==================== block 1
Figure 1. Local utilization (block 1).
14 x 14 tiles, from black (low) to pale yellow (high), 0 to 100% covered.
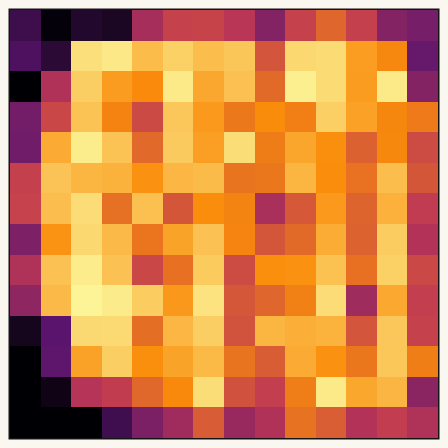
Figure 2. Placement view (block 1).
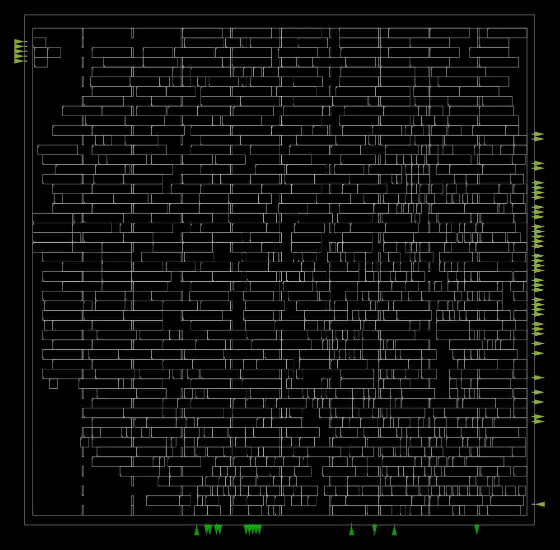
Figure 3. Signal wires on met3 (block 1).
Scale bar: 50 um.
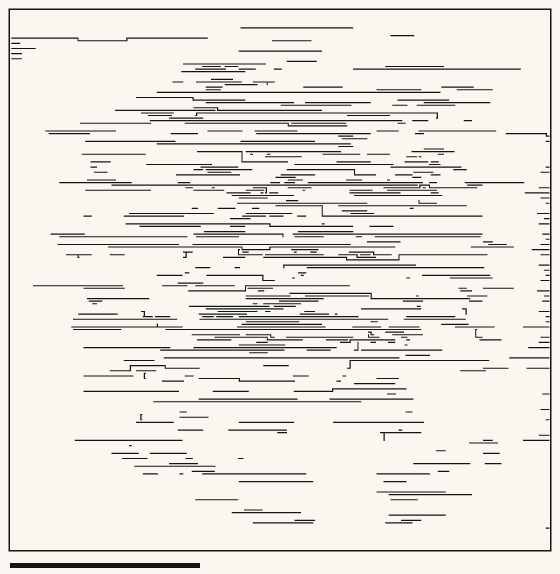
File: src/rtl/fifo_pack_flush.sv
// Narrow-entry FIFO that drains on flush as PACK-lane words, padding unused lanes; 2-cycle flush-to-valid, word held while rd_ready_i low.
// FIFO_FLUSH_AUTO_EN: self-start one full word whenever at least PACK entries are buffered.
module fifo_pack_flush #(
  parameter int                DATA_W  = 4,
  parameter int                DEPTH   = 32,
  parameter int                PACK    = 8,
  parameter logic [DATA_W-1:0] PAD_VAL = 4'hC
) (
  input  logic                       clk,
  input  logic                       reset,
  input  logic                       wr_valid_i,
  input  logic [DATA_W-1:0]          wr_data_i,
  output logic                       wr_ready_o,
  input  logic                       flush_i,
  output logic                       flush_busy_o,
  output logic                       rd_valid_o,
  output logic [DATA_W*PACK-1:0]     rd_data_o,
  output logic [$clog2(PACK+1)-1:0]  rd_count_o,
  input  logic                       rd_ready_i,
  output logic                       flush_done_o,
  output logic                       empty_o,
  output logic                       full_o,
  output logic [$clog2(DEPTH+1)-1:0] level_o
);

  localparam int AW = $clog2(DEPTH);
  localparam int PW = AW + 1;
  localparam int CW = $clog2(PACK + 1);
  localparam int LW = $clog2(DEPTH + 1);

  typedef enum logic [1:0] {IDLE, LOAD, PRESENT, DONE} state_t;

  state_t                   state_q;
  logic [PW-1:0]            wr_ptr_q, rd_ptr_q, tgt_q;
  logic [PW-1:0]            wr_ptr_d, rd_ptr_d;
  logic [DATA_W-1:0]        mem_q [DEPTH];
  logic [DATA_W*PACK-1:0]   rd_data_q, load_data;
  logic [CW-1:0]            rd_count_q, load_n;
  logic                     rd_valid_q, flush_done_q, auto_q;
  logic [PW-1:0]            level, avail;
  logic                     full, wr_en;
  logic [AW-1:0]            rd_idx;

  assign level    = wr_ptr_q - rd_ptr_q;
  assign full     = (level == PW'(DEPTH));
  assign wr_en    = wr_valid_i && !full;
  assign wr_ptr_d = wr_ptr_q + PW'(1);
  assign rd_ptr_d = rd_ptr_q + PW'(rd_count_q);

  assign wr_ready_o   = !full;
  assign full_o       = full;
  assign empty_o      = (level == '0);
  assign level_o      = LW'(level);
  assign flush_busy_o = (state_q != IDLE);
  assign rd_valid_o   = rd_valid_q;
  assign rd_data_o    = rd_data_q;
  assign rd_count_o   = rd_count_q;
  assign flush_done_o = flush_done_q;

  // Entries still owed to this flush; never read past the target.
  assign avail  = tgt_q - rd_ptr_q;
  assign load_n = (avail >= PW'(PACK)) ? CW'(PACK) : CW'(avail);

  always_comb begin
    load_data = {PACK{PAD_VAL}};
    rd_idx    = '0;
    for (int i = 0; i < PACK; i++) begin
      rd_idx = rd_ptr_q[AW-1:0] + AW'(i);
      if (CW'(i) < load_n) begin
        load_data[i*DATA_W +: DATA_W] = mem_q[rd_idx];
      end
    end
  end

  always_ff @(posedge clk) begin
    if (wr_en) begin
      mem_q[wr_ptr_q[AW-1:0]] <= wr_data_i;
    end
  end

  always_ff @(posedge clk or negedge reset) begin
    if (!reset) begin
      wr_ptr_q <= '0;
    end else if (wr_en) begin
      wr_ptr_q <= wr_ptr_d;
    end
  end

  always_ff @(posedge clk or negedge reset) begin
    if (!reset) begin
      state_q      <= IDLE;
      rd_ptr_q     <= '0;
      tgt_q        <= '0;
      rd_data_q    <= '0;
      rd_count_q   <= '0;
      rd_valid_q   <= 1'b0;
      flush_done_q <= 1'b0;
      auto_q       <= 1'b0;
    end else begin
      flush_done_q <= 1'b0;
      case (state_q)
        IDLE: begin
          if (flush_i) begin
            tgt_q   <= wr_ptr_q;
            auto_q  <= 1'b0;
            state_q <= (level == '0) ? DONE : LOAD;
          end
`ifdef FIFO_FLUSH_AUTO_EN
          else if (level >= PW'(PACK)) begin
            tgt_q   <= rd_ptr_q + PW'(PACK);
            auto_q  <= 1'b1;
            state_q <= LOAD;
          end
`endif
        end
        LOAD: begin
          rd_data_q  <= load_data;
          rd_count_q <= load_n;
          rd_valid_q <= 1'b1;
          state_q    <= PRESENT;
        end
        PRESENT: begin
          if (rd_ready_i) begin
            rd_ptr_q   <= rd_ptr_d;
            rd_valid_q <= 1'b0;
            state_q    <= (rd_ptr_d == tgt_q) ? DONE : LOAD;
          end
        end
        DONE: begin
          flush_done_q <= !auto_q;
          state_q      <= IDLE;
        end
        default: state_q <= IDLE;
      endcase
    end
  end

endmodule

File: config.mk
export PLATFORM = sky130hd
export DESIGN_NAME = fifo_pack_flush
export DESIGN_NICKNAME = d
export VERILOG_FILES = /design/src/rtl/fifo_pack_flush.sv
export SDC_FILE = /design/constraint.sdc
export NUM_CORES = 1
export LEC_CHECK = 0
export ABC_CLOCK_PERIOD_IN_PS = 8910
export CORE_MARGIN = 2
export CORE_UTILIZATION = 65
export CTS_CLUSTER_SIZE = 40
export DETAILED_ROUTE_END_ITERATION = 8
export HOLD_SLACK_MARGIN = 0.15
export PLACE_DENSITY = 0.85
export SYNTH_ARGS = -nofsm -noshare
export SYNTH_HDL_FRONTEND = slang
export SYNTH_SLANG_ARGS = --single-unit
File: constraint.sdc
create_clock -name clk -period 8.91 [get_ports clk]
set_input_delay 2.2275 -clock clk [delete_from_list [all_inputs] [get_ports clk]]
set_output_delay 2.2275 -clock clk [all_outputs]
set_load 0.03 [all_outputs]
==> impl_metrics.yaml <==
# synthesis and place-and-route metrics
clock_tree:
  cts.path.max_buffers: 2
  cts.sinks: 186
synth:
  post_synth_main_logic_family: "multiplexers"
  ys_sh_aoi_pct: 5.66
setup_path:
  required_ns: 6.68
  cpMostUsedCell: "inv_1"
  crit_type: "flip-flop to output port"
power_and_ir_drop:
  seqPwrFrac_pct: 22.7
  powerSeq_w: 0.00128
routing:
  met2_length_um: 16100
  ant_nets: 0
final_timing:
  timing.clock.skew_ns: 0.0152
  fin_ws_ns: 2.61
finish:
  regArea_um2: 5300
  areaGrowthSynthToFinish_pct: 9.49
  clock_buffers: 18
job:
  drv_cap: 0
  warnings: 35
run_status:
  status: "completed"
placed_design:
  dpl.cell_count: 1094
worst_hold_path:
  holdPathEnd: "rd_data_o[21]"
Notes on Figure 1 above:
emptiest ninth of the die: bottom left
nearly empty tiles: 3.6%
fullest tile: 98%
mean over tiles: 66%
tiles over 75% full: 46%
Initial Utilization: 66.3%
Final Util: 72.6%
CORE AREA: 18800 um^2

Notes on Figure 2 above:
Site Rows: 50
flop count: 186
Fillers: 1160

Notes on Figure 3 above:
main direction: horizontal
share of all routed wire: 13%
longest straight run: 80.5 um
nets with wire on the layer: 277
wire length on this layer: 4600 um
drt total wl: 35100 um
met3 Track Usage GR: 10.8%
via count: 8729

[synthesized netlist by cell type (all sizes together) (22+ instances only)]
cell	number
and3	28
ha	27
mux2i	34
mux4	164
a21oi	47
dfrtp	58
clkbuf	22
xnor2	26
nor2	52
mux2	30
nand2	51
o21ai	24
buf	33
edfxtp	128
[flip-flops by register name, summed over array words and instances (netlist names)]
signal	cells
flush_done_o	1
rd_ptr_q	6
wr_ptr_q	6
rd_valid_o	1
tgt_q	6
rd_count_o	4
mem_q	128
state_q	2
rd_data_o	32

==================== block 2
File: src/rtl/logicnets_pkg.sv
// Shared types and default widths for the LogicNets inter-layer pipe.
// Imported by logicnets_skid_reg and logicnets_layer_pipe.
package logicnets_pkg;

   typedef enum logic [1:0] {
      EMPTY = 2'd0,
      ONE   = 2'd1,
      FULL  = 2'd2
   } pipe_state_e;

   localparam int LN_SEQ_W = 8;
   localparam int LN_CNT_W = 16;

endpackage

File: src/rtl/logicnets_skid_reg.sv
// Two-entry skid buffer with EMPTY/ONE/FULL FSM; outputs decode registers only.
// The main register feeds the output, the skid register absorbs one stall.
module logicnets_skid_reg
   import logicnets_pkg::*;
#(
   parameter int W = 16
) (
   input  logic         clk,
   input  logic         rst_n,
   input  logic         flush_i,
   input  logic         in_valid_i,
   output logic         in_ready_o,
   input  logic [W-1:0] in_data_i,
   output logic         out_valid_o,
   input  logic         out_ready_i,
   output logic [W-1:0] out_data_o
);

   pipe_state_e  state_q, state_d;
   logic [W-1:0] main_q, main_d;
   logic [W-1:0] skid_q, skid_d;
   logic         in_fire, out_fire;

   assign out_valid_o = (state_q != EMPTY);
   assign in_ready_o  = (state_q != FULL);
   assign out_data_o  = main_q;

   assign in_fire  = in_valid_i & in_ready_o;
   assign out_fire = out_valid_o & out_ready_i;

   // Next state and buffer loads; flush overrides any fire.
   always_comb begin
      state_d = state_q;
      main_d  = main_q;
      skid_d  = skid_q;
      if (flush_i) begin
         state_d = EMPTY;
         main_d  = '0;
         skid_d  = '0;
      end else begin
         unique case (state_q)
            EMPTY: begin
               if (in_fire) begin
                  main_d  = in_data_i;
                  state_d = ONE;
               end
            end
            ONE: begin
               if (in_fire && out_fire) begin
                  main_d = in_data_i;
               end else if (in_fire) begin
                  skid_d  = in_data_i;
                  state_d = FULL;
               end else if (out_fire) begin
                  state_d = EMPTY;
               end
            end
            FULL: begin
               if (out_fire) begin
                  main_d  = skid_q;
                  state_d = ONE;
               end
            end
            default: state_d = EMPTY;
         endcase
      end
   end

   // State and payload registers.
   always_ff @(posedge clk or negedge rst_n) begin
      if (!rst_n) begin
         state_q <= EMPTY;
         main_q  <= '0;
         skid_q  <= '0;
      end else begin
         state_q <= state_d;
         main_q  <= main_d;
         skid_q  <= skid_d;
      end
   end

endmodule

File: src/rtl/logicnets_layer_pipe.sv
// Registered valid/ready stage between LogicNets layers with sequence tags.
// Optional stall counter port enabled by LOGICNETS_STALL_CNT_EN.
module logicnets_layer_pipe
   import logicnets_pkg::*;
#(
   parameter int NEURONS = 8,
   parameter int SEQ_W   = LN_SEQ_W,
   parameter int CNT_W   = LN_CNT_W
) (
   input  logic               clk,
   input  logic               rst_n,
   input  logic               flush,
   input  logic               in_valid,
   output logic               in_ready,
   input  logic [NEURONS-1:0] in_data,
   output logic               out_valid,
   input  logic               out_ready,
   output logic [NEURONS-1:0] out_data,
   output logic [SEQ_W-1:0]   out_seq
`ifdef LOGICNETS_STALL_CNT_EN
   ,
   output logic [CNT_W-1:0]   stall_cnt
`endif
);

   localparam int PW = NEURONS + SEQ_W;

   logic [SEQ_W-1:0] seq_ctr_q, seq_ctr_d;
   logic [PW-1:0]    pay_in, pay_out;

   assign pay_in   = {seq_ctr_q, in_data};
   assign out_data = pay_out[NEURONS-1:0];
   assign out_seq  = pay_out[PW-1:NEURONS];

   logicnets_skid_reg #(.W(PW)) u_skid (
      .clk        (clk),
      .rst_n      (rst_n),
      .flush_i    (flush),
      .in_valid_i (in_valid),
      .in_ready_o (in_ready),
      .in_data_i  (pay_in),
      .out_valid_o(out_valid),
      .out_ready_i(out_ready),
      .out_data_o (pay_out)
   );

   // Tag counter advances on each accepted vector, wraps naturally.
   always_comb begin
      seq_ctr_d = seq_ctr_q;
      if (flush) begin
         seq_ctr_d = '0;
      end else if (in_valid && in_ready) begin
         seq_ctr_d = seq_ctr_q + 1'b1;
      end
   end

   // Tag counter register.
   always_ff @(posedge clk or negedge rst_n) begin
      if (!rst_n) begin
         seq_ctr_q <= '0;
      end else begin
         seq_ctr_q <= seq_ctr_d;
      end
   end

`ifdef LOGICNETS_STALL_CNT_EN
   logic [CNT_W-1:0] stall_q, stall_d;

   assign stall_cnt = stall_q;

   // Saturating count of cycles where output is held against backpressure.
   always_comb begin
      stall_d = stall_q;
      if (flush) begin
         stall_d = '0;
      end else if (out_valid && !out_ready && !(&stall_q)) begin
         stall_d = stall_q + 1'b1;
      end
   end

   // Stall counter register.
   always_ff @(posedge clk or negedge rst_n) begin
      if (!rst_n) begin
         stall_q <= '0;
      end else begin
         stall_q <= stall_d;
      end
   end
`endif

endmodule

File: config.mk
export PLATFORM = sky130hd
export DESIGN_NAME = logicnets_layer_pipe
export DESIGN_NICKNAME = d
export VERILOG_FILES = /design/src/rtl/logicnets_pkg.sv /design/src/rtl/logicnets_skid_reg.sv /design/src/rtl/logicnets_layer_pipe.sv
export SDC_FILE = /design/constraint.sdc
export NUM_CORES = 1
export LEC_CHECK = 0
export ABC_AREA = 1
export ABC_CLOCK_PERIOD_IN_PS = 3900
export CAP_MARGIN = 10
export CORE_ASPECT_RATIO = 1.75
export CORE_MARGIN = 3
export CORE_UTILIZATION = 55
export CTS_BUF_LIST = sky130_fd_sc_hd__clkbuf_4 sky130_fd_sc_hd__clkbuf_8
export CTS_CLUSTER_SIZE = 16
export DETAILED_ROUTE_END_ITERATION = 16
export PLACE_DENSITY = 0.87
export SYNTH_ARGS = -nofsm -noshare
export SYNTH_HDL_FRONTEND = slang
export SYNTH_SLANG_ARGS = --single-unit
File: constraint.sdc
create_clock -name clk -period 3.9 [get_ports clk]
set_input_delay 0.78 -clock clk [delete_from_list [all_inputs] [get_ports clk]]
set_output_delay 0.78 -clock clk [all_outputs]
set_load 0.02 [all_outputs]
Figure 4. Placement view (block 2).
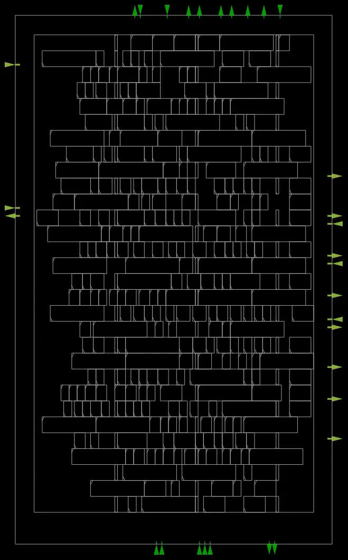
flop count: 42
CORE AREA: 3900 um^2
flop share of the area: 40.2%

cells by family after synthesis:
family          after synthesis  share of synthesized area [%]
fa+ha+maj                     6                           3.36
buf+inv                      29                           6.71
simple gates                173                           36.2
compound gates               29                           6.71
flops                        42                           47.0
synth_stat cells (4+ instances only):
library cell  instances  area (um^2)
a21oi_1               5         25.0
buf_2                 5         25.0
dfrtp_1              42         1050
ha_1                  6         75.1
inv_1                12         45.0
inv_2                 4         15.0
nand2_1              77          289
nand3_1              25          125
nand4_1              17          106
nor2_1               42          158
o21ai_0              22          110
==> impl_metrics.yaml <==
# synthesis and place-and-route metrics
final_timing:
  final_hold_viol_count: 0
  fmax_ghz: 0.368
power_and_ir_drop:
  share_comb_of_total_power_pct: 37.6
  pg_comb_w: 0.000553
  p_leak_nw: 1.35
  power.density_nw_per_um2: 563
setup_path:
  rr_worst_depth: 8
  crit_family: "buffers and inverters"
  required_ns: 3.12
  cp.depth: 4
grt:
  antenna_found_initial: 0
synth:
  async_flop_share_pct: 100
  synth_cell_type_count: 23
  synthesis.area_um2: 2240
finish:
  comb_area_share_pct: 39.6
  areaGrowthSynthToFinish_pct: 16.9
run_status:
  status: "completed"
clock_tree:
  cts-resized-gates: 0
  h-tree-depth: 2
routing:
  avgRoutedWirePerCell_um: 14.2
  via_per_inst: 5.47
floorplan:
  rows: 30


==> layout pictures side by side <==
Gate-type map.
shot_01.png
Scale bar: 20 um.
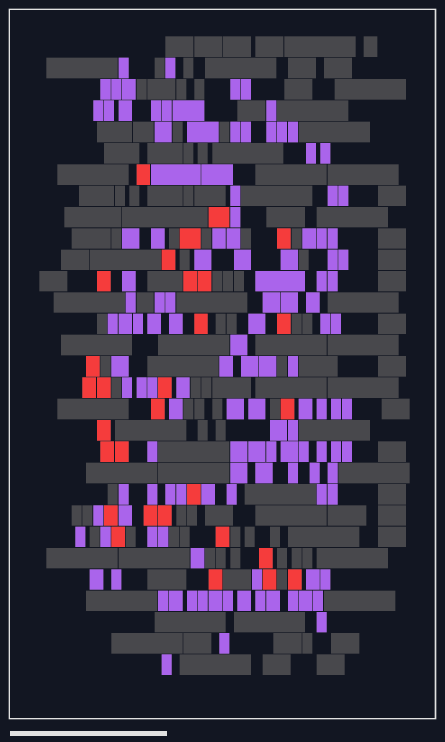
shot_02.png
Scale bar: 50 um.
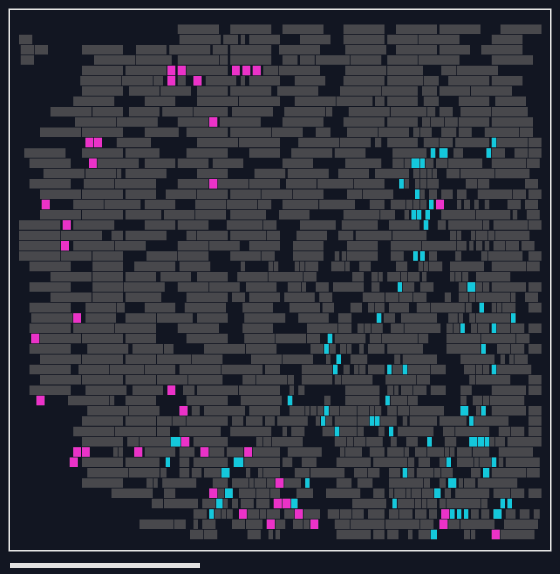
- largest die: shot_02.png
- most cells: shot_02.png
- shot_01.png = block 2
- shot_02.png = block 1

